# ---- fifo_byte_stream ----
fifo_byte_stream/congestion_map.png
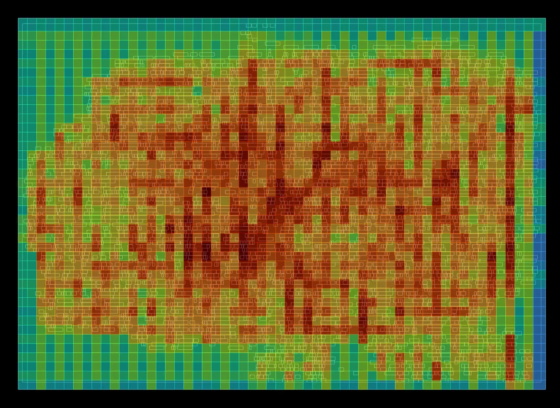

## src/rtl/fifo_byte_stream.sv

```systemverilog
// fifo_byte_stream
//
// Byte-serialising FIFO. Each cycle it accepts a write of 1..MAX_BYTES
// bytes and presents the stored bytes one at a time on a
// first-word-fall-through read port. The read port pops with `ack`.
// Storage is a single circular byte array of DEPTH entries.
//
// Ordering: the most significant used byte of a write is sent first.
//
// Build option:
//   FIFO_BYTE_STREAM_PARTIAL_WRITE_EN
//     defined     : a write larger than the free space stores the first
//                   `free` bytes in send order and drops the rest.
//     not defined : a write larger than the free space is dropped whole.
//   `overflow` pulses for one cycle on such a write in either build.
//
// Parameters:
//   MAX_BYTES  maximum bytes per write (>= 1)
//   DEPTH      storage in bytes (power of two, >= MAX_BYTES, >= 2)
//
// Ports:
//   clk_i         clock, rising edge
//   reset_i       synchronous active-high reset
//   write_enable  write strobe
//   write_data    payload; the low write_width bytes are used
//   write_width   bytes in this write; 0 is a no-op; > MAX_BYTES clamps
//   write_ready   at least MAX_BYTES bytes free
//   overflow      one-cycle pulse, the cycle after a truncated or dropped write
//   level         bytes currently stored
//   ack           pop the head byte (ignored while empty)
//   data          head byte, 8'h00 while empty
//   have_next     data is valid

// One write lane: places byte k of the current write at wp+k.
module fifo_byte_stream_lane #(
  parameter int MAX_BYTES = 4,
  parameter int DEPTH     = 64,
  parameter int LANE      = 0,
  localparam int PW = $clog2(DEPTH),
  localparam int CW = $clog2(MAX_BYTES) + 1
) (
  input  logic [PW-1:0]          wp,
  input  logic [CW-1:0]          w_eff,
  input  logic [CW-1:0]          acc,
  input  logic [MAX_BYTES*8-1:0] write_data,
  output logic                   we,
  output logic [PW-1:0]          addr,
  output logic [7:0]             wbyte
);
  localparam logic [CW-1:0] K = CW'(LANE);

  logic [CW-1:0] sel;

  // Only the first `acc` bytes in send order are stored; this lane is
  // byte k in send order.
  assign we   = K < acc;
  assign addr = wp + PW'(LANE);
  // Send order is MSB-first, so lane k takes payload byte (w-1-k).
  assign sel  = w_eff - K - CW'(1);

  always_comb begin
    wbyte = 8'h00;
    for (int j = 0; j < MAX_BYTES; j++)
      if (CW'(j) == sel) wbyte = write_data[j*8 +: 8];
  end
endmodule

module fifo_byte_stream #(
  parameter int MAX_BYTES = 4,
  parameter int DEPTH     = 64,
  localparam int PW = $clog2(DEPTH),
  localparam int LW = PW + 1,
  localparam int CW = $clog2(MAX_BYTES) + 1
) (
  input  logic                   clk_i,
  input  logic                   reset_i,
  input  logic                   write_enable,
  input  logic [MAX_BYTES*8-1:0] write_data,
  input  logic [CW-1:0]          write_width,
  output logic                   write_ready,
  output logic                   overflow,
  output logic [LW-1:0]          level,
  input  logic                   ack,
  output logic [7:0]             data,
  output logic                   have_next
);
  logic [7:0]    mem [DEPTH];
  logic [PW-1:0] wp, rp;
  logic [LW-1:0] free;
  logic [CW-1:0] w_eff, acc;
  logic          ovf_req, pop;

  logic [MAX_BYTES-1:0]         lane_we;
  logic [MAX_BYTES-1:0][PW-1:0] lane_addr;
  logic [MAX_BYTES-1:0][7:0]    lane_byte;

  // Space is judged on the registered level only; a same-cycle pop does
  // not make room for this cycle's write.
  assign free        = LW'(DEPTH) - level;
  assign write_ready = free >= LW'(MAX_BYTES);
  assign have_next   = level != '0;
  assign data        = have_next ? mem[rp] : 8'h00;
  assign pop         = ack & have_next;

  always_comb begin
    w_eff = '0;
    if (write_enable)
      w_eff = (write_width > CW'(MAX_BYTES)) ? CW'(MAX_BYTES) : write_width;
  end

  assign ovf_req = 32'(w_eff) > 32'(free);

`ifdef FIFO_BYTE_STREAM_PARTIAL_WRITE_EN
  // Overflow implies free < w_eff <= MAX_BYTES, so free fits in CW bits.
  assign acc = ovf_req ? CW'(free) : w_eff;
`else
  assign acc = ovf_req ? '0 : w_eff;
`endif

  genvar g;
  generate
    for (g = 0; g < MAX_BYTES; g++) begin : g_lane
      fifo_byte_stream_lane #(
        .MAX_BYTES (MAX_BYTES),
        .DEPTH     (DEPTH),
        .LANE      (g)
      ) u_lane (
        .wp         (wp),
        .w_eff      (w_eff),
        .acc        (acc),
        .write_data (write_data),
        .we         (lane_we[g]),
        .addr       (lane_addr[g]),
        .wbyte      (lane_byte[g])
      );
    end
  endgenerate

  // Lane addresses are distinct because MAX_BYTES <= DEPTH.
  always_ff @(posedge clk_i) begin
    for (int k = 0; k < MAX_BYTES; k++)
      if (lane_we[k] && !reset_i) mem[lane_addr[k]] <= lane_byte[k];
  end

  // Pointers wrap naturally at DEPTH (power of two).
  always_ff @(posedge clk_i) begin
    if (reset_i) begin
      wp       <= '0;
      rp       <= '0;
      level    <= '0;
      overflow <= 1'b0;
    end else begin
      wp       <= wp + PW'(acc);
      rp       <= rp + PW'(pop);
      level    <= level + LW'(acc) - LW'(pop);
      overflow <= ovf_req;
    end
  end
endmodule
```

## config.mk

```make
export PLATFORM = sky130hd
export DESIGN_NAME = fifo_byte_stream
export DESIGN_NICKNAME = d
export VERILOG_FILES = /design/src/rtl/fifo_byte_stream.sv
export SDC_FILE = /design/constraint.sdc
export NUM_CORES = 2
export LEC_CHECK = 0
export ABC_AREA = 0
export CAP_MARGIN = 5
export CORE_ASPECT_RATIO = 0.7
export CORE_MARGIN = 3
export CORE_UTILIZATION = 40
export CTS_BUF_LIST = sky130_fd_sc_hd__clkbuf_4 sky130_fd_sc_hd__clkbuf_8
export DETAILED_ROUTE_END_ITERATION = 6
export PLACE_DENSITY = 0.54
export SLEW_MARGIN = 0
export SYNTH_ARGS = -nofsm -noshare
export SYNTH_HDL_FRONTEND = slang
export SYNTH_HIERARCHICAL = 1
export SYNTH_SLANG_ARGS = --single-unit
```

## constraint.sdc

```tcl
create_clock -name clk_i -period 5.7 [get_ports clk_i]
set_clock_uncertainty 0.05 [all_clocks]
set_input_delay 0.57 -clock clk_i [delete_from_list [all_inputs] [get_ports clk_i]]
set_output_delay 0.57 -clock clk_i [all_outputs]
set_load 0.03 [all_outputs]
```

# ---- mipi_csi2_pattern_gen ----
**src/rtl/mipi_pkg.sv**
```systemverilog
// Shared constants for the CSI-2 pattern generator and the receiver checker.
// Pattern selects, FSM encoding and LFSR parameters.
package mipi_pkg;

    localparam logic [1:0] PAT_COLRAMP = 2'd0;
    localparam logic [1:0] PAT_ROWRAMP = 2'd1;
    localparam logic [1:0] PAT_CHECKER = 2'd2;
    localparam logic [1:0] PAT_LFSR    = 2'd3;

    localparam logic [2:0] ST_IDLE   = 3'd0;
    localparam logic [2:0] ST_VLEAD  = 3'd1;
    localparam logic [2:0] ST_LINE   = 3'd2;
    localparam logic [2:0] ST_HBLANK = 3'd3;
    localparam logic [2:0] ST_VBLANK = 3'd4;

    // x^16 + x^14 + x^13 + x^11 + 1, right-shifting, feedback into bit 15
    localparam logic [15:0] LFSR_SEED = 16'hACE1;
    localparam logic [15:0] LFSR_TAPS = 16'h002D;

    // A zero-length blank would hide the href/vsync edge from the serializer
    function automatic logic [15:0] blank_min1(input logic [15:0] v);
        return (v == 16'd0) ? 16'd1 : v;
    endfunction

endpackage

```
**src/rtl/mipi_lfsr16.sv**
```systemverilog
// 16-bit Fibonacci LFSR with synchronous reseed and advance strobe.
// Shared with the CSI-2 receiver checker.
module mipi_lfsr16
    import mipi_pkg::*;
(
    input  logic        clk,
    input  logic        resetb,
    input  logic        load,
    input  logic        advance,
    output logic [15:0] q
);

    logic [15:0] r_q;
    logic        w_fb;

    assign w_fb = ^(r_q & LFSR_TAPS);
    assign q    = r_q;

    always_ff @(posedge clk or negedge resetb) begin
        if (!resetb) begin
            r_q <= LFSR_SEED;
        end else if (load) begin
            r_q <= LFSR_SEED;
        end else if (advance) begin
            r_q <= {w_fb, r_q[15:1]};
        end
    end

endmodule

```
**src/rtl/mipi_csi2_pattern_gen.sv**
```systemverilog
// Synthetic vsync/href/data image source feeding the CSI-2 serializer.
// Outputs are a registered decode of the FSM, one cycle behind the state.
module mipi_csi2_pattern_gen
    import mipi_pkg::*;
#(
    parameter int DATA_WIDTH = 10
) (
    input  logic                  pixclk,
    input  logic                  resetb,
    input  logic                  enable,
    input  logic [1:0]            pattern_sel,
    input  logic [3:0]            pixel_width,
    input  logic [15:0]           num_rows,
    input  logic [15:0]           num_cols,
    input  logic [15:0]           h_blank,
    input  logic [15:0]           v_blank,
    output logic                  vsync,
    output logic                  href,
    output logic [DATA_WIDTH-1:0] data,
    output logic [15:0]           frame_cnt,
    output logic [15:0]           line_cnt,
    output logic                  busy
);

    logic [2:0]            r_state;
    logic [15:0]           r_cnt;
    logic [15:0]           r_row;
    logic [15:0]           r_rows;
    logic [15:0]           r_cols;
    logic [15:0]           r_hb;
    logic [15:0]           r_vb;
    logic [1:0]            r_pat;
    logic                  r_pw8;

    logic                  r_vsync;
    logic                  r_href;
    logic [DATA_WIDTH-1:0] r_data;
    logic [15:0]           r_frame_cnt;
    logic [15:0]           r_line_cnt;
    logic                  r_busy;

    logic [15:0]           w_len;
    logic                  w_last;
    logic                  w_start;
    logic                  w_load;
    logic                  w_in_line;
    logic [15:0]           w_lfsr_q;
    logic [9:0]            w_pix_raw;
    logic [9:0]            w_mask;
    logic                  w_unused_lfsr;

    assign w_start   = enable && (num_rows != 16'd0) && (num_cols != 16'd0);
    assign w_in_line = (r_state == ST_LINE);

    always_comb begin
        w_len = 16'd1;
        case (r_state)
            ST_VLEAD:  w_len = r_hb;
            ST_HBLANK: w_len = r_hb;
            ST_LINE:   w_len = r_cols;
            ST_VBLANK: w_len = r_vb;
            default:   w_len = 16'd1;
        endcase
    end

    assign w_last = (r_cnt == w_len - 16'd1);
    assign w_load = w_start && ((r_state == ST_IDLE) ||
                                ((r_state == ST_VBLANK) && w_last));

    always_ff @(posedge pixclk or negedge resetb) begin
        if (!resetb) begin
            r_state <= ST_IDLE;
            r_cnt   <= 16'd0;
            r_row   <= 16'd0;
            r_rows  <= 16'd0;
            r_cols  <= 16'd0;
            r_hb    <= 16'd1;
            r_vb    <= 16'd1;
            r_pat   <= PAT_COLRAMP;
            r_pw8   <= 1'b0;
        end else if (w_load) begin
            r_state <= ST_VLEAD;
            r_cnt   <= 16'd0;
            r_row   <= 16'd0;
            r_rows  <= num_rows;
            r_cols  <= num_cols;
            r_hb    <= blank_min1(h_blank);
            r_vb    <= blank_min1(v_blank);
            r_pat   <= pattern_sel;
            r_pw8   <= (pixel_width == 4'd8);
        end else if (r_state != ST_IDLE) begin
            if (!w_last) begin
                r_cnt <= r_cnt + 16'd1;
            end else begin
                r_cnt <= 16'd0;
                case (r_state)
                    ST_VLEAD:  r_state <= ST_LINE;
                    ST_LINE:   r_state <= ST_HBLANK;
                    ST_HBLANK: begin
                        if (r_row == r_rows - 16'd1) begin
                            r_state <= ST_VBLANK;
                        end else begin
                            r_row   <= r_row + 16'd1;
                            r_state <= ST_LINE;
                        end
                    end
                    // VBLANK end without a restart request
                    default:   r_state <= ST_IDLE;
                endcase
            end
        end
    end

    mipi_lfsr16 u_lfsr (
        .clk     (pixclk),
        .resetb  (resetb),
        .load    (w_load),
        .advance (w_in_line),
        .q       (w_lfsr_q)
    );

    assign w_unused_lfsr = ^w_lfsr_q[15:10];

    always_comb begin
        w_pix_raw = 10'd0;
        case (r_pat)
            PAT_COLRAMP: w_pix_raw = r_cnt[9:0];
            PAT_ROWRAMP: w_pix_raw = r_row[9:0];
            PAT_CHECKER: w_pix_raw = {10{r_row[3] ^ r_cnt[3]}};
            PAT_LFSR:    w_pix_raw = w_lfsr_q[9:0];
            default:     w_pix_raw = 10'd0;
        endcase
    end

    assign w_mask = r_pw8 ? 10'h0FF : 10'h3FF;

    always_ff @(posedge pixclk or negedge resetb) begin
        if (!resetb) begin
            r_vsync     <= 1'b0;
            r_href      <= 1'b0;
            r_data      <= '0;
            r_frame_cnt <= 16'd0;
            r_line_cnt  <= 16'd0;
            r_busy      <= 1'b0;
        end else begin
            r_vsync <= (r_state == ST_VLEAD) || (r_state == ST_LINE) ||
                       (r_state == ST_HBLANK);
            r_href  <= w_in_line;
            r_data  <= w_in_line ? DATA_WIDTH'(w_pix_raw & w_mask) : '0;
            r_busy  <= (r_state != ST_IDLE);
            // r_cnt is zero only on the first cycle of each state visit
            if ((r_state == ST_VLEAD) && (r_cnt == 16'd0)) begin
                r_line_cnt <= 16'd0;
            end else if (w_in_line && (r_cnt == 16'd0)) begin
                r_line_cnt <= r_line_cnt + 16'd1;
            end
            if ((r_state == ST_VBLANK) && (r_cnt == 16'd0)) begin
                r_frame_cnt <= r_frame_cnt + 16'd1;
            end
        end
    end

    assign vsync     = r_vsync;
    assign href      = r_href;
    assign data      = r_data;
    assign frame_cnt = r_frame_cnt;
    assign line_cnt  = r_line_cnt;
    assign busy      = r_busy;

endmodule

```
**config.mk**
```make
export PLATFORM = sky130hd
export DESIGN_NAME = mipi_csi2_pattern_gen
export DESIGN_NICKNAME = d
export VERILOG_FILES = /design/src/rtl/mipi_pkg.sv /design/src/rtl/mipi_lfsr16.sv /design/src/rtl/mipi_csi2_pattern_gen.sv
export SDC_FILE = /design/constraint.sdc
export NUM_CORES = 1
export LEC_CHECK = 0
export ABC_AREA = 0
export ABC_CLOCK_PERIOD_IN_PS = 6400
export CORE_MARGIN = 5
export CORE_UTILIZATION = 45
export DETAILED_ROUTE_END_ITERATION = 16
export PLACE_DENSITY_LB_ADDON = 0.2
export REMOVE_ABC_BUFFERS = 1
export SYNTH_ARGS = -nofsm -noshare
export SYNTH_HDL_FRONTEND = slang
export SYNTH_SLANG_ARGS = --single-unit
```
**constraint.sdc**
```tcl
create_clock -name pixclk -period 6.4 [get_ports pixclk]
set_input_delay 1.28 -clock pixclk [delete_from_list [all_inputs] [get_ports pixclk]]
set_output_delay 1.28 -clock pixclk [all_outputs]
set_load 0.02 [all_outputs]
```
mipi_csi2_pattern_gen/floorplan.png
Bar = 50 um. Pins as bars on the die edge.
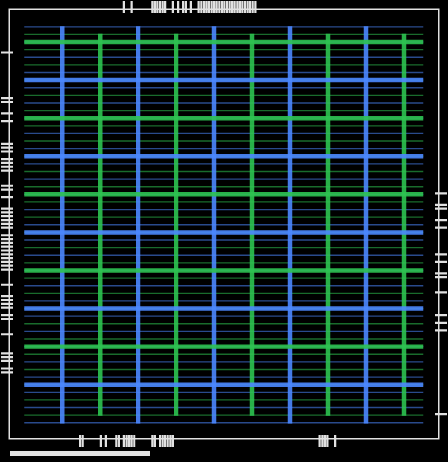
colour	net
green	VDD
blue	VSS
met1 rails	53
signal pins	118
met5 straps	10
rows	52
VDD IR-drop max: 265.3 uV
die boundary width: 152.9 um
die height: 152.9 um

==> results_slide.txt, mipi_csi2_pattern_gen <==
Key Metrics from the Run

Outcome
  • Status: finished, final reports clean

Power and ir drop
  • Internal: 2720 uW
  • Power Density: 391.4 nW/um2
  • Reg power frac: 0.383
  • Switching part of the total power: 0.3759
  • Power Clock: 1030 uW
  • Clock power share: 0.236

Synthesis
  • # Cells Yosys: 920
  • Async S/R FF share, synth: 1.000

Worst setup path
  • Critical Path Stages: 11
  • Reg2reg path depth: 11
  • R2r startpoint: r_state[0]$_DFFE_PN0P_

Drt
  • Remaining DRCs: 0
  • Initial drt markers: 476
  • DR top layer: met4
  • Vias per std cell: 5.525

Timing
  • Minimum clock period: 5.087 ns
  • Final setup vio count: 0

Clock tree
  • Num CTS Buffers: 17
  • Sink Count: 163

Finish
  • Non-clk bufs: 129

Floorplan
  • Cell Rows: 52
  • # IOs: 118
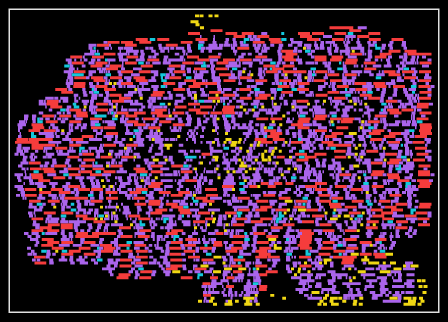
fifo_byte_stream/class_map.png
colour	class	cells
purple	remaining logic cells	3107
cyan	clock drivers and dummy loads	160
red	registers	532
yellow	remaining buffers and delay cells	262
sequential cell area share: 0.3369
post-route design area: 46840 um2

## Picture notes: fifo_byte_stream/congestion_map.png
post-layout util: 0.4470
GRT met3 Usage: 0.09534
total track usage: 0.3116
busiest grt layer: met1
drt wl/cell: 32.20 um

==> results_slide.txt, fifo_byte_stream <==
Key Metrics from the Run

Outcome
  • Status: finished, final reports clean

Timing
  • Slew HR: 0.04565
  • RSZ-0062 raised after global routing: no
  • Slew Viols, Final: 0
  • Final Hold Viols: 0

Worst setup path
  • WS Path Type: reg -> out
  • R2R setup slack: 0.50 ns
  • CP bufs+invs: 2
  • Reg2Reg Capture Point: mem[28][7]$_DFFE_PP_
  • Worst setup path end: data[7]
  • Critical Path Stages: 7

Finish
  • MI comb cells: 3079
  • Flop count: 532
  • Register area: around 16000 um2
  • Logic area: 24990 um2
  • Comb area share: 0.5334
  • # fillers: 9870

Synthesis
  • Top post-synthesis cells by count: mux2i_1, nand2_1, edfxtp_1, mux2_2, o21ai_0
  • Post-synth area hogs: edfxtp_1, mux2i_1, mux2_2, nand2_1, mux4_2
  • Synth top cell by count: mux2i_1
  • Compound Share, Synth: 0.09759
  • Mux cell area share after synthesis: 0.3378
  • Dominant cell area share: 0.3615

Drt
  • Met3 WL: 21940 um
  • DR vias: between 30000 and 40000
  • Vias per std cell: between 6 and 7
  • DRT antenna net count: 0
  • DR top layer: met5
  • Initial drt markers: 4725

Clock tree
  • CTS HTree Levels: 3
  • Sink Count: 532

GRT
  • Grt met1 use: 0.4459

Hold path
  • Worst Hold Class: reg -> reg

Power and ir drop
  • VDD IR-drop max: 159.4 uV
  • Reg power frac: 0.392
  • Clock power share: 0.317

Floorplan
  • Cell Rows: 99
  • Die boundary width: between 300 and 400 um
  • Die area: 110300 um2
  • Die height: about 280 um

Placement
  • Placed wire-length estimate: 110200 um
  • Placed Instances: 5315

# ---- alu_operand_loader_flat ----
alu_operand_loader_flat/class_map.png
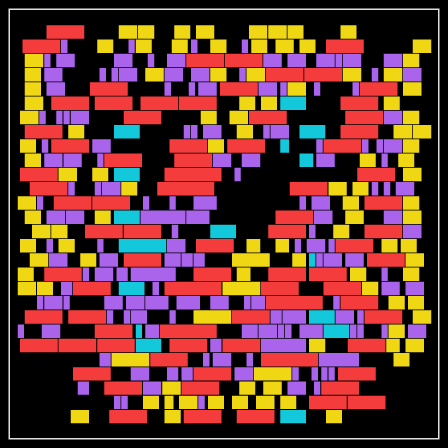

File: src/rtl/alu_operand_loader_if.sv
// Board-side bus of the ALU operand loader: switch/button inputs, the
// combinational ALU result fed back in, and the captured operand/status outputs.
interface alu_operand_loader_if #(
  parameter int BUS_WIDTH = 16,
  parameter int OP_WIDTH  = 6
);
  logic [BUS_WIDTH-1:0] i_switches;
  logic [2:0]           i_pulsador;
  logic [BUS_WIDTH-1:0] i_alu_result;
  logic [BUS_WIDTH-1:0] o_datoA;
  logic [BUS_WIDTH-1:0] o_datoB;
  logic [OP_WIDTH-1:0]  o_opcode;
  logic [BUS_WIDTH-1:0] o_result;
  logic                 o_valid;
  logic [2:0]           o_loaded;
  logic [1:0]           o_state;

  // Board / ALU side: drives switches, buttons and the ALU result.
  modport master (
    output i_switches, i_pulsador, i_alu_result,
    input  o_datoA, o_datoB, o_opcode, o_result, o_valid, o_loaded, o_state
  );

  // Loader side.
  modport slave (
    input  i_switches, i_pulsador, i_alu_result,
    output o_datoA, o_datoB, o_opcode, o_result, o_valid, o_loaded, o_state
  );
endinterface

File: src/rtl/alu_operand_loader.sv
// ALU operand loader: synchronises and debounces three pushbuttons, turns each
// accepted press into a one-cycle load pulse, captures A/B/opcode from the
// switches (free order or guided sequence) and registers the ALU result once
// all three fields hold valid data.
module alu_operand_loader #(
  parameter int BUS_WIDTH = 16,
  parameter int OP_WIDTH  = 6,
  parameter int DB_CYCLES = 4,
  parameter int SEQ_MODE  = 0
) (
  input  logic                clk,
  input  logic                reset,
  alu_operand_loader_if.slave bus
);

  localparam int               CNT_W    = (DB_CYCLES > 1) ? $clog2(DB_CYCLES) : 1;
  localparam logic [CNT_W-1:0] CNT_LAST = CNT_W'(DB_CYCLES - 1);
  localparam logic [CNT_W-1:0] CNT_ZERO = {CNT_W{1'b0}};
  localparam logic [CNT_W-1:0] CNT_ONE  = CNT_W'(1);
  localparam bit               SEQ_EN   = (SEQ_MODE != 0);

  typedef enum logic [1:0] {
    S_A   = 2'd0,
    S_B   = 2'd1,
    S_OP  = 2'd2,
    S_RES = 2'd3
  } state_t;

  logic [2:0]           sync1_r;
  logic [2:0]           sync2_r;
  logic [2:0]           db_r;
  logic [2:0]           db_prev_r;
  logic [2:0]           pulse_r;
  logic [CNT_W-1:0]     cnt_r [3];

  state_t               state_r;
  state_t               state_s;
  logic [2:0]           loaded_r;
  logic [2:0]           loaded_s;
  logic [2:0]           load_s;
  logic                 valid_r;
  logic [BUS_WIDTH-1:0] dato_a_r;
  logic [BUS_WIDTH-1:0] dato_b_r;
  logic [OP_WIDTH-1:0]  opcode_r;
  logic [BUS_WIDTH-1:0] result_r;

  // Two-flop synchroniser for the asynchronous pushbuttons.
  always_ff @(posedge clk) begin
    if (reset) begin
      sync1_r <= 3'b000;
      sync2_r <= 3'b000;
    end else begin
      sync1_r <= bus.i_pulsador;
      sync2_r <= sync1_r;
    end
  end

  // Debounce: a level change is accepted after DB_CYCLES consecutive differing cycles.
  always_ff @(posedge clk) begin
    if (reset) begin
      db_r <= 3'b000;
      for (int i = 0; i < 3; i++) begin
        cnt_r[i] <= CNT_ZERO;
      end
    end else begin
      for (int i = 0; i < 3; i++) begin
        if (sync2_r[i] != db_r[i]) begin
          if (cnt_r[i] == CNT_LAST) begin
            db_r[i]  <= sync2_r[i];
            cnt_r[i] <= CNT_ZERO;
          end else begin
            cnt_r[i] <= cnt_r[i] + CNT_ONE;
          end
        end else begin
          cnt_r[i] <= CNT_ZERO;
        end
      end
    end
  end

  // Registered rising-edge detect of the debounced levels: one pulse per press.
  always_ff @(posedge clk) begin
    if (reset) begin
      db_prev_r <= 3'b000;
      pulse_r   <= 3'b000;
    end else begin
      db_prev_r <= db_r;
      pulse_r   <= db_r & ~db_prev_r;
    end
  end

  // Load-sequencing state register (stays at S_A in free mode).
  always_ff @(posedge clk) begin
    if (reset) begin
      state_r <= S_A;
    end else begin
      state_r <= state_s;
    end
  end

  // Next state, per-field load enables and next loaded flags.
  always_comb begin
    state_s  = state_r;
    loaded_s = loaded_r;
    load_s   = 3'b000;
    if (SEQ_EN) begin
      if (pulse_r[1]) begin
        // Restart wins over a simultaneous advance; registers keep contents.
        state_s  = S_A;
        loaded_s = 3'b000;
      end else if (pulse_r[0]) begin
        case (state_r)
          S_A: begin
            load_s   = 3'b001;
            loaded_s = loaded_r | 3'b001;
            state_s  = S_B;
          end
          S_B: begin
            load_s   = 3'b010;
            loaded_s = loaded_r | 3'b010;
            state_s  = S_OP;
          end
          S_OP: begin
            load_s   = 3'b100;
            loaded_s = loaded_r | 3'b100;
            state_s  = S_RES;
          end
          S_RES: begin
            // New round: reload A, B and opcode become stale.
            load_s   = 3'b001;
            loaded_s = 3'b001;
            state_s  = S_B;
          end
          default: begin
            state_s  = S_A;
            loaded_s = 3'b000;
          end
        endcase
      end else begin
        state_s = state_r;
      end
    end else begin
      state_s  = S_A;
      load_s   = pulse_r;
      loaded_s = loaded_r | pulse_r;
    end
  end

  // Operand/opcode capture, flags, valid and the registered ALU result.
  always_ff @(posedge clk) begin
    if (reset) begin
      dato_a_r <= {BUS_WIDTH{1'b0}};
      dato_b_r <= {BUS_WIDTH{1'b0}};
      opcode_r <= {OP_WIDTH{1'b0}};
      result_r <= {BUS_WIDTH{1'b0}};
      loaded_r <= 3'b000;
      valid_r  <= 1'b0;
    end else begin
      if (load_s[0]) begin
        dato_a_r <= bus.i_switches;
      end
      if (load_s[1]) begin
        dato_b_r <= bus.i_switches;
      end
      if (load_s[2]) begin
        opcode_r <= bus.i_switches[OP_WIDTH-1:0];
      end
      // Result follows the ALU only while all fields are valid; otherwise it holds.
      if (valid_r) begin
        result_r <= bus.i_alu_result;
      end
      loaded_r <= loaded_s;
      valid_r  <= &loaded_s;
    end
  end

  assign bus.o_datoA  = dato_a_r;
  assign bus.o_datoB  = dato_b_r;
  assign bus.o_opcode = opcode_r;
  assign bus.o_result = result_r;
  assign bus.o_valid  = valid_r;
  assign bus.o_loaded = loaded_r;
  assign bus.o_state  = state_r;

endmodule

File: src/flat_wrapper.sv
// flat-port wrapper written by rule: the top's interface ports become plain ports
module alu_operand_loader_flat 
#(
  parameter int BUS_WIDTH = 16,
  parameter int OP_WIDTH  = 6,
  parameter int DB_CYCLES = 4,
  parameter int SEQ_MODE  = 0
)
  (clk, reset, bus_i_switches, bus_i_pulsador, bus_i_alu_result, bus_o_datoA, bus_o_datoB, bus_o_opcode, bus_o_result, bus_o_valid, bus_o_loaded, bus_o_state);
  alu_operand_loader_if #(.BUS_WIDTH(BUS_WIDTH), .OP_WIDTH(OP_WIDTH)) bus_i ();
  input  logic clk;
  input  logic reset;
  input wire logic [$bits(bus_i.i_switches)-1:0] bus_i_switches;
  input wire logic [$bits(bus_i.i_pulsador)-1:0] bus_i_pulsador;
  input wire logic [$bits(bus_i.i_alu_result)-1:0] bus_i_alu_result;
  output wire logic [$bits(bus_i.o_datoA)-1:0] bus_o_datoA;
  output wire logic [$bits(bus_i.o_datoB)-1:0] bus_o_datoB;
  output wire logic [$bits(bus_i.o_opcode)-1:0] bus_o_opcode;
  output wire logic [$bits(bus_i.o_result)-1:0] bus_o_result;
  output wire logic [$bits(bus_i.o_valid)-1:0] bus_o_valid;
  output wire logic [$bits(bus_i.o_loaded)-1:0] bus_o_loaded;
  output wire logic [$bits(bus_i.o_state)-1:0] bus_o_state;
  assign bus_i.i_switches = bus_i_switches;
  assign bus_i.i_pulsador = bus_i_pulsador;
  assign bus_i.i_alu_result = bus_i_alu_result;
  assign bus_o_datoA = bus_i.o_datoA;
  assign bus_o_datoB = bus_i.o_datoB;
  assign bus_o_opcode = bus_i.o_opcode;
  assign bus_o_result = bus_i.o_result;
  assign bus_o_valid = bus_i.o_valid;
  assign bus_o_loaded = bus_i.o_loaded;
  assign bus_o_state = bus_i.o_state;
  alu_operand_loader #(.BUS_WIDTH(BUS_WIDTH), .OP_WIDTH(OP_WIDTH), .DB_CYCLES(DB_CYCLES), .SEQ_MODE(SEQ_MODE)) u_core (.clk(clk), .reset(reset), .bus(bus_i));
endmodule
File: config.mk
export PLATFORM = sky130hd
export DESIGN_NAME = alu_operand_loader_flat
export DESIGN_NICKNAME = d
export VERILOG_FILES = /design/src/rtl/alu_operand_loader_if.sv /design/src/rtl/alu_operand_loader.sv /design/src/flat_wrapper.sv
export SDC_FILE = /design/constraint.sdc
export NUM_CORES = 1
export LEC_CHECK = 0
export CAP_MARGIN = 10
export CORE_UTILIZATION = 45
export DETAILED_ROUTE_END_ITERATION = 8
export PLACE_DENSITY = 0.86
export SLEW_MARGIN = 0
export SYNTH_ARGS = -nofsm -noshare
export SYNTH_HDL_FRONTEND = slang
export SYNTH_SLANG_ARGS = --single-unit
File: constraint.sdc
create_clock -name clk -period 1.25 [get_ports clk]
set_input_delay 0.125 -clock clk [delete_from_list [all_inputs] [get_ports clk]]
set_output_delay 0.125 -clock clk [all_outputs]
set_load 0.01 [all_outputs]
# ---- hazard_scoreboard_flat ----
===== config.mk =====
export PLATFORM = sky130hd
export DESIGN_NAME = hazard_scoreboard_flat
export DESIGN_NICKNAME = d
export VERILOG_FILES = /design/src/rtl/hazard_scoreboard_pkg.sv /design/src/rtl/hazard_scoreboard_if.sv /design/src/rtl/hazard_scoreboard_reg_src_dst_decode.sv /design/src/rtl/hazard_scoreboard.sv /design/src/flat_wrapper.sv
export SDC_FILE = /design/constraint.sdc
export NUM_CORES = 1
export LEC_CHECK = 0
export CAP_MARGIN = 30
export CORE_UTILIZATION = 47
export DETAILED_ROUTE_END_ITERATION = 12
export PLACE_DENSITY = 0.8
export SYNTH_ARGS = -nofsm -noshare
export SYNTH_HDL_FRONTEND = slang
export SYNTH_SLANG_ARGS = --single-unit

===== constraint.sdc =====
create_clock -name clk -period 2.51 [get_ports clk]
set_clock_uncertainty 0.1 [all_clocks]
set_input_delay 0.502 -clock clk [delete_from_list [all_inputs] [get_ports clk]]
set_output_delay 0.502 -clock clk [all_outputs]
set_load 0.02 [all_outputs]

===== src/rtl/hazard_scoreboard_pkg.sv =====
// Shared MIPS opcode/function encodings and scoreboard helpers for the ID-stage
// register-hazard scoreboard.
package hazard_pkg;

    localparam logic [5:0] OP_RTYPE = 6'd0;
    localparam logic [5:0] OP_J     = 6'd2;
    localparam logic [5:0] OP_JAL   = 6'd3;
    localparam logic [5:0] OP_BEQ   = 6'd4;
    localparam logic [5:0] OP_BNE   = 6'd5;
    localparam logic [5:0] OP_ADDI  = 6'd8;
    localparam logic [5:0] OP_ADDIU = 6'd9;
    localparam logic [5:0] OP_SLTI  = 6'd10;
    localparam logic [5:0] OP_ANDI  = 6'd12;
    localparam logic [5:0] OP_ORI   = 6'd13;
    localparam logic [5:0] OP_LW    = 6'd35;
    localparam logic [5:0] OP_SW    = 6'd43;

    localparam logic [5:0] FN_SLL     = 6'd0;
    localparam logic [5:0] FN_SRL     = 6'd2;
    localparam logic [5:0] FN_SRA     = 6'd3;
    localparam logic [5:0] FN_JR      = 6'd8;
    localparam logic [5:0] FN_SYSCALL = 6'd12;
    localparam logic [5:0] FN_ADD     = 6'd32;
    localparam logic [5:0] FN_ADDU    = 6'd33;
    localparam logic [5:0] FN_SUB     = 6'd34;
    localparam logic [5:0] FN_AND     = 6'd36;
    localparam logic [5:0] FN_OR      = 6'd37;
    localparam logic [5:0] FN_NOR     = 6'd39;
    localparam logic [5:0] FN_SLT     = 6'd42;
    localparam logic [5:0] FN_SLTU    = 6'd43;

    // Link register written by jal.
    localparam int REG_RA = 31;

    // Slot layout with the widest fields any configuration needs; the top
    // narrows dest/lat to its own REG_W/LAT_W when it builds its slot type.
    localparam int SLOT_DEST_MAX_W = 8;
    localparam int SLOT_LAT_MAX_W  = 8;

    typedef struct packed {
        logic                       valid;
        logic [SLOT_DEST_MAX_W-1:0] dest;
        logic [SLOT_LAT_MAX_W-1:0]  lat;
    } slot_t;

    function automatic int max_int(input int a, input int b);
        return (a > b) ? a : b;
    endfunction

endpackage


===== src/rtl/hazard_scoreboard_if.sv =====
// ID-stage bundle between the pipeline control (master) and the hazard
// scoreboard (slave).
interface hazard_scoreboard_if #(
    parameter int REG_W = 5,
    parameter int CNT_W = 32
);

    logic             id_valid;
    logic [5:0]       id_op;
    logic [5:0]       id_func;
    logic [REG_W-1:0] id_rs;
    logic [REG_W-1:0] id_rt;
    logic [REG_W-1:0] id_rd;
    logic             pipe_en;
    logic             flush;

    logic             stall;
    logic             r1_used;
    logic             r2_used;
    logic             hazard_a;
    logic             hazard_b;
    logic [CNT_W-1:0] stall_cnt;

    modport master (
        output id_valid, id_op, id_func, id_rs, id_rt, id_rd, pipe_en, flush,
        input  stall, r1_used, r2_used, hazard_a, hazard_b, stall_cnt
    );

    modport slave (
        input  id_valid, id_op, id_func, id_rs, id_rt, id_rd, pipe_en, flush,
        output stall, r1_used, r2_used, hazard_a, hazard_b, stall_cnt
    );

endinterface


===== src/rtl/hazard_scoreboard_reg_src_dst_decode.sv =====
// Combinational decode of which register fields an instruction reads and
// which register (if any) it writes.
module reg_src_dst_decode
    import hazard_pkg::*;
#(
    parameter int REG_W = 5
) (
    input  logic [5:0]       op,
    input  logic [5:0]       func,
    input  logic [REG_W-1:0] rt,
    input  logic [REG_W-1:0] rd,
    output logic             r1_used,
    output logic             r2_used,
    output logic             dest_valid,
    output logic [REG_W-1:0] dest,
    output logic             is_load
);

    logic             writes;
    logic [REG_W-1:0] dest_raw;

    always_comb begin
        r1_used  = 1'b0;
        r2_used  = 1'b0;
        writes   = 1'b0;
        dest_raw = '0;
        if (op == OP_RTYPE) begin
            case (func)
                FN_JR: r1_used = 1'b1;
                FN_SYSCALL, FN_ADD, FN_ADDU, FN_SUB, FN_AND,
                FN_OR, FN_NOR, FN_SLT, FN_SLTU: begin
                    r1_used = 1'b1;
                    r2_used = 1'b1;
                end
                FN_SLL, FN_SRL, FN_SRA: r2_used = 1'b1;
                default: ;
            endcase
            writes   = (func != FN_JR) && (func != FN_SYSCALL);
            dest_raw = rd;
        end else begin
            case (op)
                OP_BEQ, OP_BNE, OP_SW: begin
                    r1_used = 1'b1;
                    r2_used = 1'b1;
                end
                OP_ADDI, OP_ADDIU, OP_SLTI, OP_ANDI, OP_ORI, OP_LW: begin
                    r1_used  = 1'b1;
                    writes   = 1'b1;
                    dest_raw = rt;
                end
                OP_JAL: begin
                    writes   = 1'b1;
                    dest_raw = REG_W'(REG_RA);
                end
                default: ;
            endcase
        end
    end

    // $zero is hard-wired, so a write to it never creates a dependence.
    assign dest_valid = writes && (dest_raw != '0);
    assign dest       = dest_raw;
    assign is_load    = (op == OP_LW);

endmodule


===== src/rtl/hazard_scoreboard.sv =====
// ID-stage register-hazard scoreboard: tracks in-flight destinations through
// the downstream stages and stalls ID until its sources can be supplied.
module hazard_scoreboard
    import hazard_pkg::*;
#(
    parameter int NUM_REGS = 32,
    parameter int DEPTH    = 3,
    parameter int FORWARD  = 1,
    parameter int LOAD_LAT = 2,
    parameter int ALU_LAT  = 1,
    parameter int CNT_W    = 32
) (
    input  logic                clk,
    input  logic                rst_n,
    hazard_scoreboard_if.slave  bus
);

    localparam int REG_W = $clog2(NUM_REGS);
    localparam int LAT_W = $clog2(max_int(LOAD_LAT, ALU_LAT) + 1);

    typedef struct packed {
        logic             valid;
        logic [REG_W-1:0] dest;
        logic [LAT_W-1:0] lat;
    } slot_entry_t;

    slot_entry_t      slot_q [DEPTH];
    slot_entry_t      slot_d [DEPTH];
    logic [CNT_W-1:0] cnt_q;
    logic [CNT_W-1:0] cnt_d;

    logic             r1_used;
    logic             r2_used;
    logic             dest_valid;
    logic [REG_W-1:0] dest;
    logic             is_load;
    logic             hazard_a;
    logic             hazard_b;
    logic             stall;
    logic             issue;

    reg_src_dst_decode #(.REG_W(REG_W)) u_decode (
        .op         (bus.id_op),
        .func       (bus.id_func),
        .rt         (bus.id_rt),
        .rd         (bus.id_rd),
        .r1_used    (r1_used),
        .r2_used    (r2_used),
        .dest_valid (dest_valid),
        .dest       (dest),
        .is_load    (is_load)
    );

    // The last slot is writing back this cycle and the register file is
    // write-before-read, so only slots 0..DEPTH-2 can block a source.
    always_comb begin
        hazard_a = 1'b0;
        hazard_b = 1'b0;
        for (int i = 0; i <= DEPTH - 2; i++) begin
            if (slot_q[i].valid && ((FORWARD == 0) || (slot_q[i].lat != '0))) begin
                if (r1_used && (bus.id_rs != '0) && (bus.id_rs == slot_q[i].dest))
                    hazard_a = 1'b1;
                if (r2_used && (bus.id_rt != '0) && (bus.id_rt == slot_q[i].dest))
                    hazard_b = 1'b1;
            end
        end
    end

    assign stall = bus.id_valid && !bus.flush && (hazard_a || hazard_b);
    assign issue = bus.id_valid && !stall && !bus.flush;

    always_comb begin
        slot_d = slot_q;
        cnt_d  = cnt_q;
        if (bus.pipe_en) begin
            for (int i = DEPTH - 1; i > 0; i--) begin
                slot_d[i] = slot_q[i-1];
                if (slot_q[i-1].lat != '0)
                    slot_d[i].lat = slot_q[i-1].lat - 1'b1;
            end
            // A stalled or flushed ID leaves a bubble behind it.
            slot_d[0].valid = issue && dest_valid;
            slot_d[0].dest  = issue ? dest : '0;
            slot_d[0].lat   = !issue ? '0 :
                              is_load ? LAT_W'(LOAD_LAT - 1) : LAT_W'(ALU_LAT - 1);
            if (stall && (cnt_q != '1))
                cnt_d = cnt_q + 1'b1;
        end
    end

    always_ff @(posedge clk or negedge rst_n) begin
        if (!rst_n) begin
            for (int i = 0; i < DEPTH; i++)
                slot_q[i] <= '0;
            cnt_q <= '0;
        end else begin
            slot_q <= slot_d;
            cnt_q  <= cnt_d;
        end
    end

    assign bus.stall     = stall;
    assign bus.r1_used   = r1_used;
    assign bus.r2_used   = r2_used;
    assign bus.hazard_a  = hazard_a;
    assign bus.hazard_b  = hazard_b;
    assign bus.stall_cnt = cnt_q;

endmodule


===== src/flat_wrapper.sv =====
// flat-port wrapper written by rule: the top's interface ports become plain ports
module hazard_scoreboard_flat import hazard_pkg::*;
#(
    parameter int NUM_REGS = 32,
    parameter int DEPTH    = 3,
    parameter int FORWARD  = 1,
    parameter int LOAD_LAT = 2,
    parameter int ALU_LAT  = 1,
    parameter int CNT_W    = 32
)
  (clk, rst_n, bus_id_valid, bus_id_op, bus_id_func, bus_id_rs, bus_id_rt, bus_id_rd, bus_pipe_en, bus_flush, bus_stall, bus_r1_used, bus_r2_used, bus_hazard_a, bus_hazard_b, bus_stall_cnt);
  hazard_scoreboard_if #(.CNT_W(CNT_W)) bus_i ();
  input  logic clk;
  input  logic rst_n;
  input wire logic [$bits(bus_i.id_valid)-1:0] bus_id_valid;
  input wire logic [$bits(bus_i.id_op)-1:0] bus_id_op;
  input wire logic [$bits(bus_i.id_func)-1:0] bus_id_func;
  input wire logic [$bits(bus_i.id_rs)-1:0] bus_id_rs;
  input wire logic [$bits(bus_i.id_rt)-1:0] bus_id_rt;
  input wire logic [$bits(bus_i.id_rd)-1:0] bus_id_rd;
  input wire logic [$bits(bus_i.pipe_en)-1:0] bus_pipe_en;
  input wire logic [$bits(bus_i.flush)-1:0] bus_flush;
  output wire logic [$bits(bus_i.stall)-1:0] bus_stall;
  output wire logic [$bits(bus_i.r1_used)-1:0] bus_r1_used;
  output wire logic [$bits(bus_i.r2_used)-1:0] bus_r2_used;
  output wire logic [$bits(bus_i.hazard_a)-1:0] bus_hazard_a;
  output wire logic [$bits(bus_i.hazard_b)-1:0] bus_hazard_b;
  output wire logic [$bits(bus_i.stall_cnt)-1:0] bus_stall_cnt;
  assign bus_i.id_valid = bus_id_valid;
  assign bus_i.id_op = bus_id_op;
  assign bus_i.id_func = bus_id_func;
  assign bus_i.id_rs = bus_id_rs;
  assign bus_i.id_rt = bus_id_rt;
  assign bus_i.id_rd = bus_id_rd;
  assign bus_i.pipe_en = bus_pipe_en;
  assign bus_i.flush = bus_flush;
  assign bus_stall = bus_i.stall;
  assign bus_r1_used = bus_i.r1_used;
  assign bus_r2_used = bus_i.r2_used;
  assign bus_hazard_a = bus_i.hazard_a;
  assign bus_hazard_b = bus_i.hazard_b;
  assign bus_stall_cnt = bus_i.stall_cnt;
  hazard_scoreboard #(.NUM_REGS(NUM_REGS), .DEPTH(DEPTH), .FORWARD(FORWARD), .LOAD_LAT(LOAD_LAT), .ALU_LAT(ALU_LAT), .CNT_W(CNT_W)) u_core (.clk(clk), .rst_n(rst_n), .bus(bus_i));
endmodule

hazard_scoreboard_flat/class_map.png
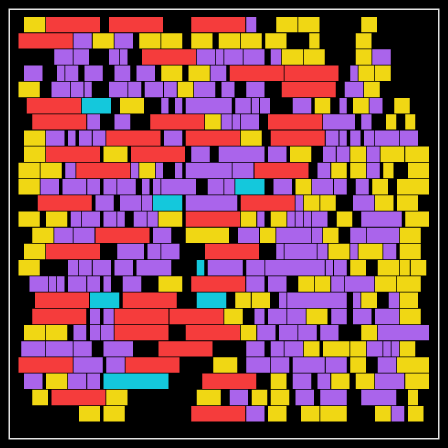
colour	class	cells
cyan	clock drivers and dummy loads	7
yellow	remaining buffers and delay cells	115
purple	remaining logic cells	191
red	registers	39

==> results_slide.txt, hazard_scoreboard_flat <==
Key Metrics from the Run

Synthesis
  • Fa+ha+maj area frac: 0.005461
  • Syn Inst Count: 235
  • Leading area contributor after synthesis: dfrtp_1
  • Simple Share, Synth: 0.2824

Finish
  • Post-route design area: 3760 um2
  • Sequential cell area share: 0.2596
  • Ant diodes: 0
  • Buffering overhead: 0.2785
  • Logic area: between 1500 and 2000 um2
  • Final nets: 385
  • Post-layout util: 0.8013
  • # fillers: 289
  • Non-clk bufs: 115

Worst setup path
  • Reg2Reg Capture Point: u_core.bus.stall_cnt[29]$_DFFE_PN0P_
  • Critical path's slowest cell: clkdlybuf4s50_1
  • Critical path startpoint: bus_id_rt[0]
  • Critical Path Stages: 8
  • Worst setup path end: bus_stall

Clock tree
  • CTS tree: built
  • CTS Hold Bufs: 0

Timing
  • Tcrit/Tclk final: 1.094
  • Setup TNS: -0.4357 ns
  • Hold slack: between 0.2 and 0.25 ns
  • Final worst slack: -0.2364 ns
  • Final setup vio count: 5

Power and ir drop
  • Largest power group: sequential cells
  • Reg power frac: 0.485
  • Psw: 292.7 uW

GRT
  • GRT met3 Usage: 0.05204
  • GR Overflow Total: 0
  • GR Util met2: 0.4623

Outcome
  • Status: complete, but fails checks
  • Violated checks: setup timing

Floorplan
  • Tap Count: 54
  • Area of the core: 4692 um2

Flow run
  • Log Warnings: 29

Drt
  • Initial drt markers: 126
  • Routed wl met2: 3410 um
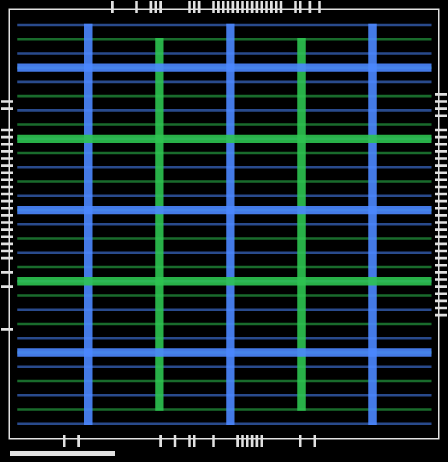
alu_operand_loader_flat/floorplan.png
Bar = 20 um. Pins as bars on the die edge.
colour	net
blue	VSS
green	VDD
signal pins	97
met4 straps	5
area of the core: 6026 um2
die boundary width: 81.73 um
die height: 81.73 um

Notes on alu_operand_loader_flat/class_map.png above:
colour	class	cells
purple	remaining logic cells	153
cyan	clock drivers and dummy loads	16
yellow	remaining buffers and delay cells	104
red	registers	79
post-route design area: 4041 um2
Cell Rows: 28
post-layout util: 0.6707

==> results_slide.txt, alu_operand_loader_flat <==
Key Metrics from the Run

Synthesis
  • Number of enable flip-flop cells: 6
  • Top post-synthesis cells by count: dfxtp_1, nor2_1, mux2i_1, nor2b_1, buf_2
  • Leading area contributor after synthesis: dfxtp_1
  • Fa+ha+maj area frac: 0.01312
  • Synth Flop Type: dfxtp_1
  • Simple Share, Synth: 0.1553

Power and ir drop
  • Largest power group: sequential cells
  • Switching part of the total power: 0.2042

Clock tree
  • Sink Count: 79
  • CTS tree: built

Hold path
  • Worst hold start: reset

Outcome
  • Status: finished, final reports clean

Floorplan
  • # IOs: approximately 97

GRT
  • Vias in the first global route: approximately 2000
  • First-pass GRT wire length: 8631 um

Worst setup path
  • Reg2Reg Capture Point: u_core.cnt_r[2][0]$_SDFFCE_PP0P_
  • CP delay by family, top: flip-flops
  • CP endpoint kind: register

Finish
  • Register area: 1642 um2

Placement
  • Placed wire-length estimate: 3992 um
  • Final GP Congestion: 0.6734


==> gallery <==
Nets reached from selected ports.
Plate I
Bar = 50 um.
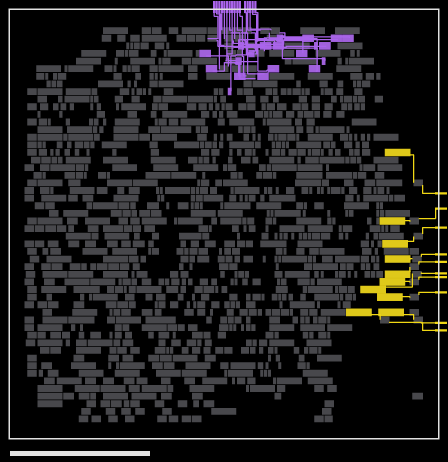
Plate II
Bar = 20 um.
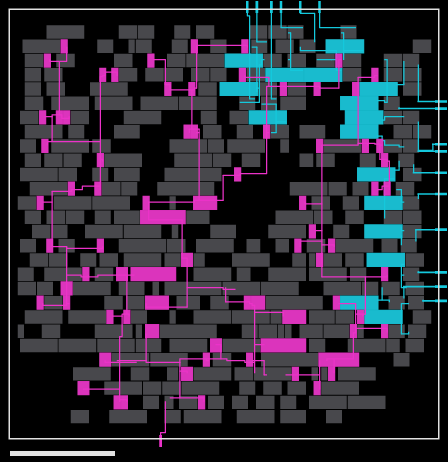
Plate III
Bar = 100 um.
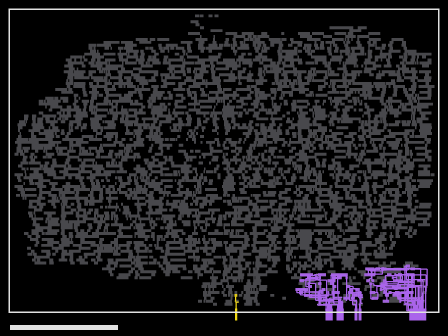
Plate IV
Bar = 20 um.
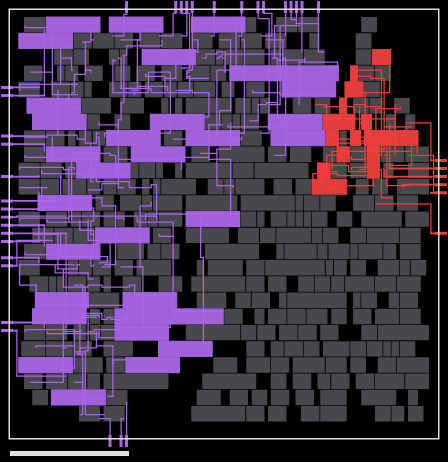
- Plate II = alu_operand_loader_flat
- Plate I = mipi_csi2_pattern_gen
- Plate IV = hazard_scoreboard_flat
- Plate III = fifo_byte_stream
The one with the most cells is Plate III.
The one with the largest die is Plate III.

Key to Plate I:
colour	port	bits	direction	edge	end cells	buffers	wire
yellow	data	10	output	right	10	10	132 um
purple	num_rows	16	input	top	20	16	630 um

Power figures rest on the tool's default switching activity, not on a simulated workload.
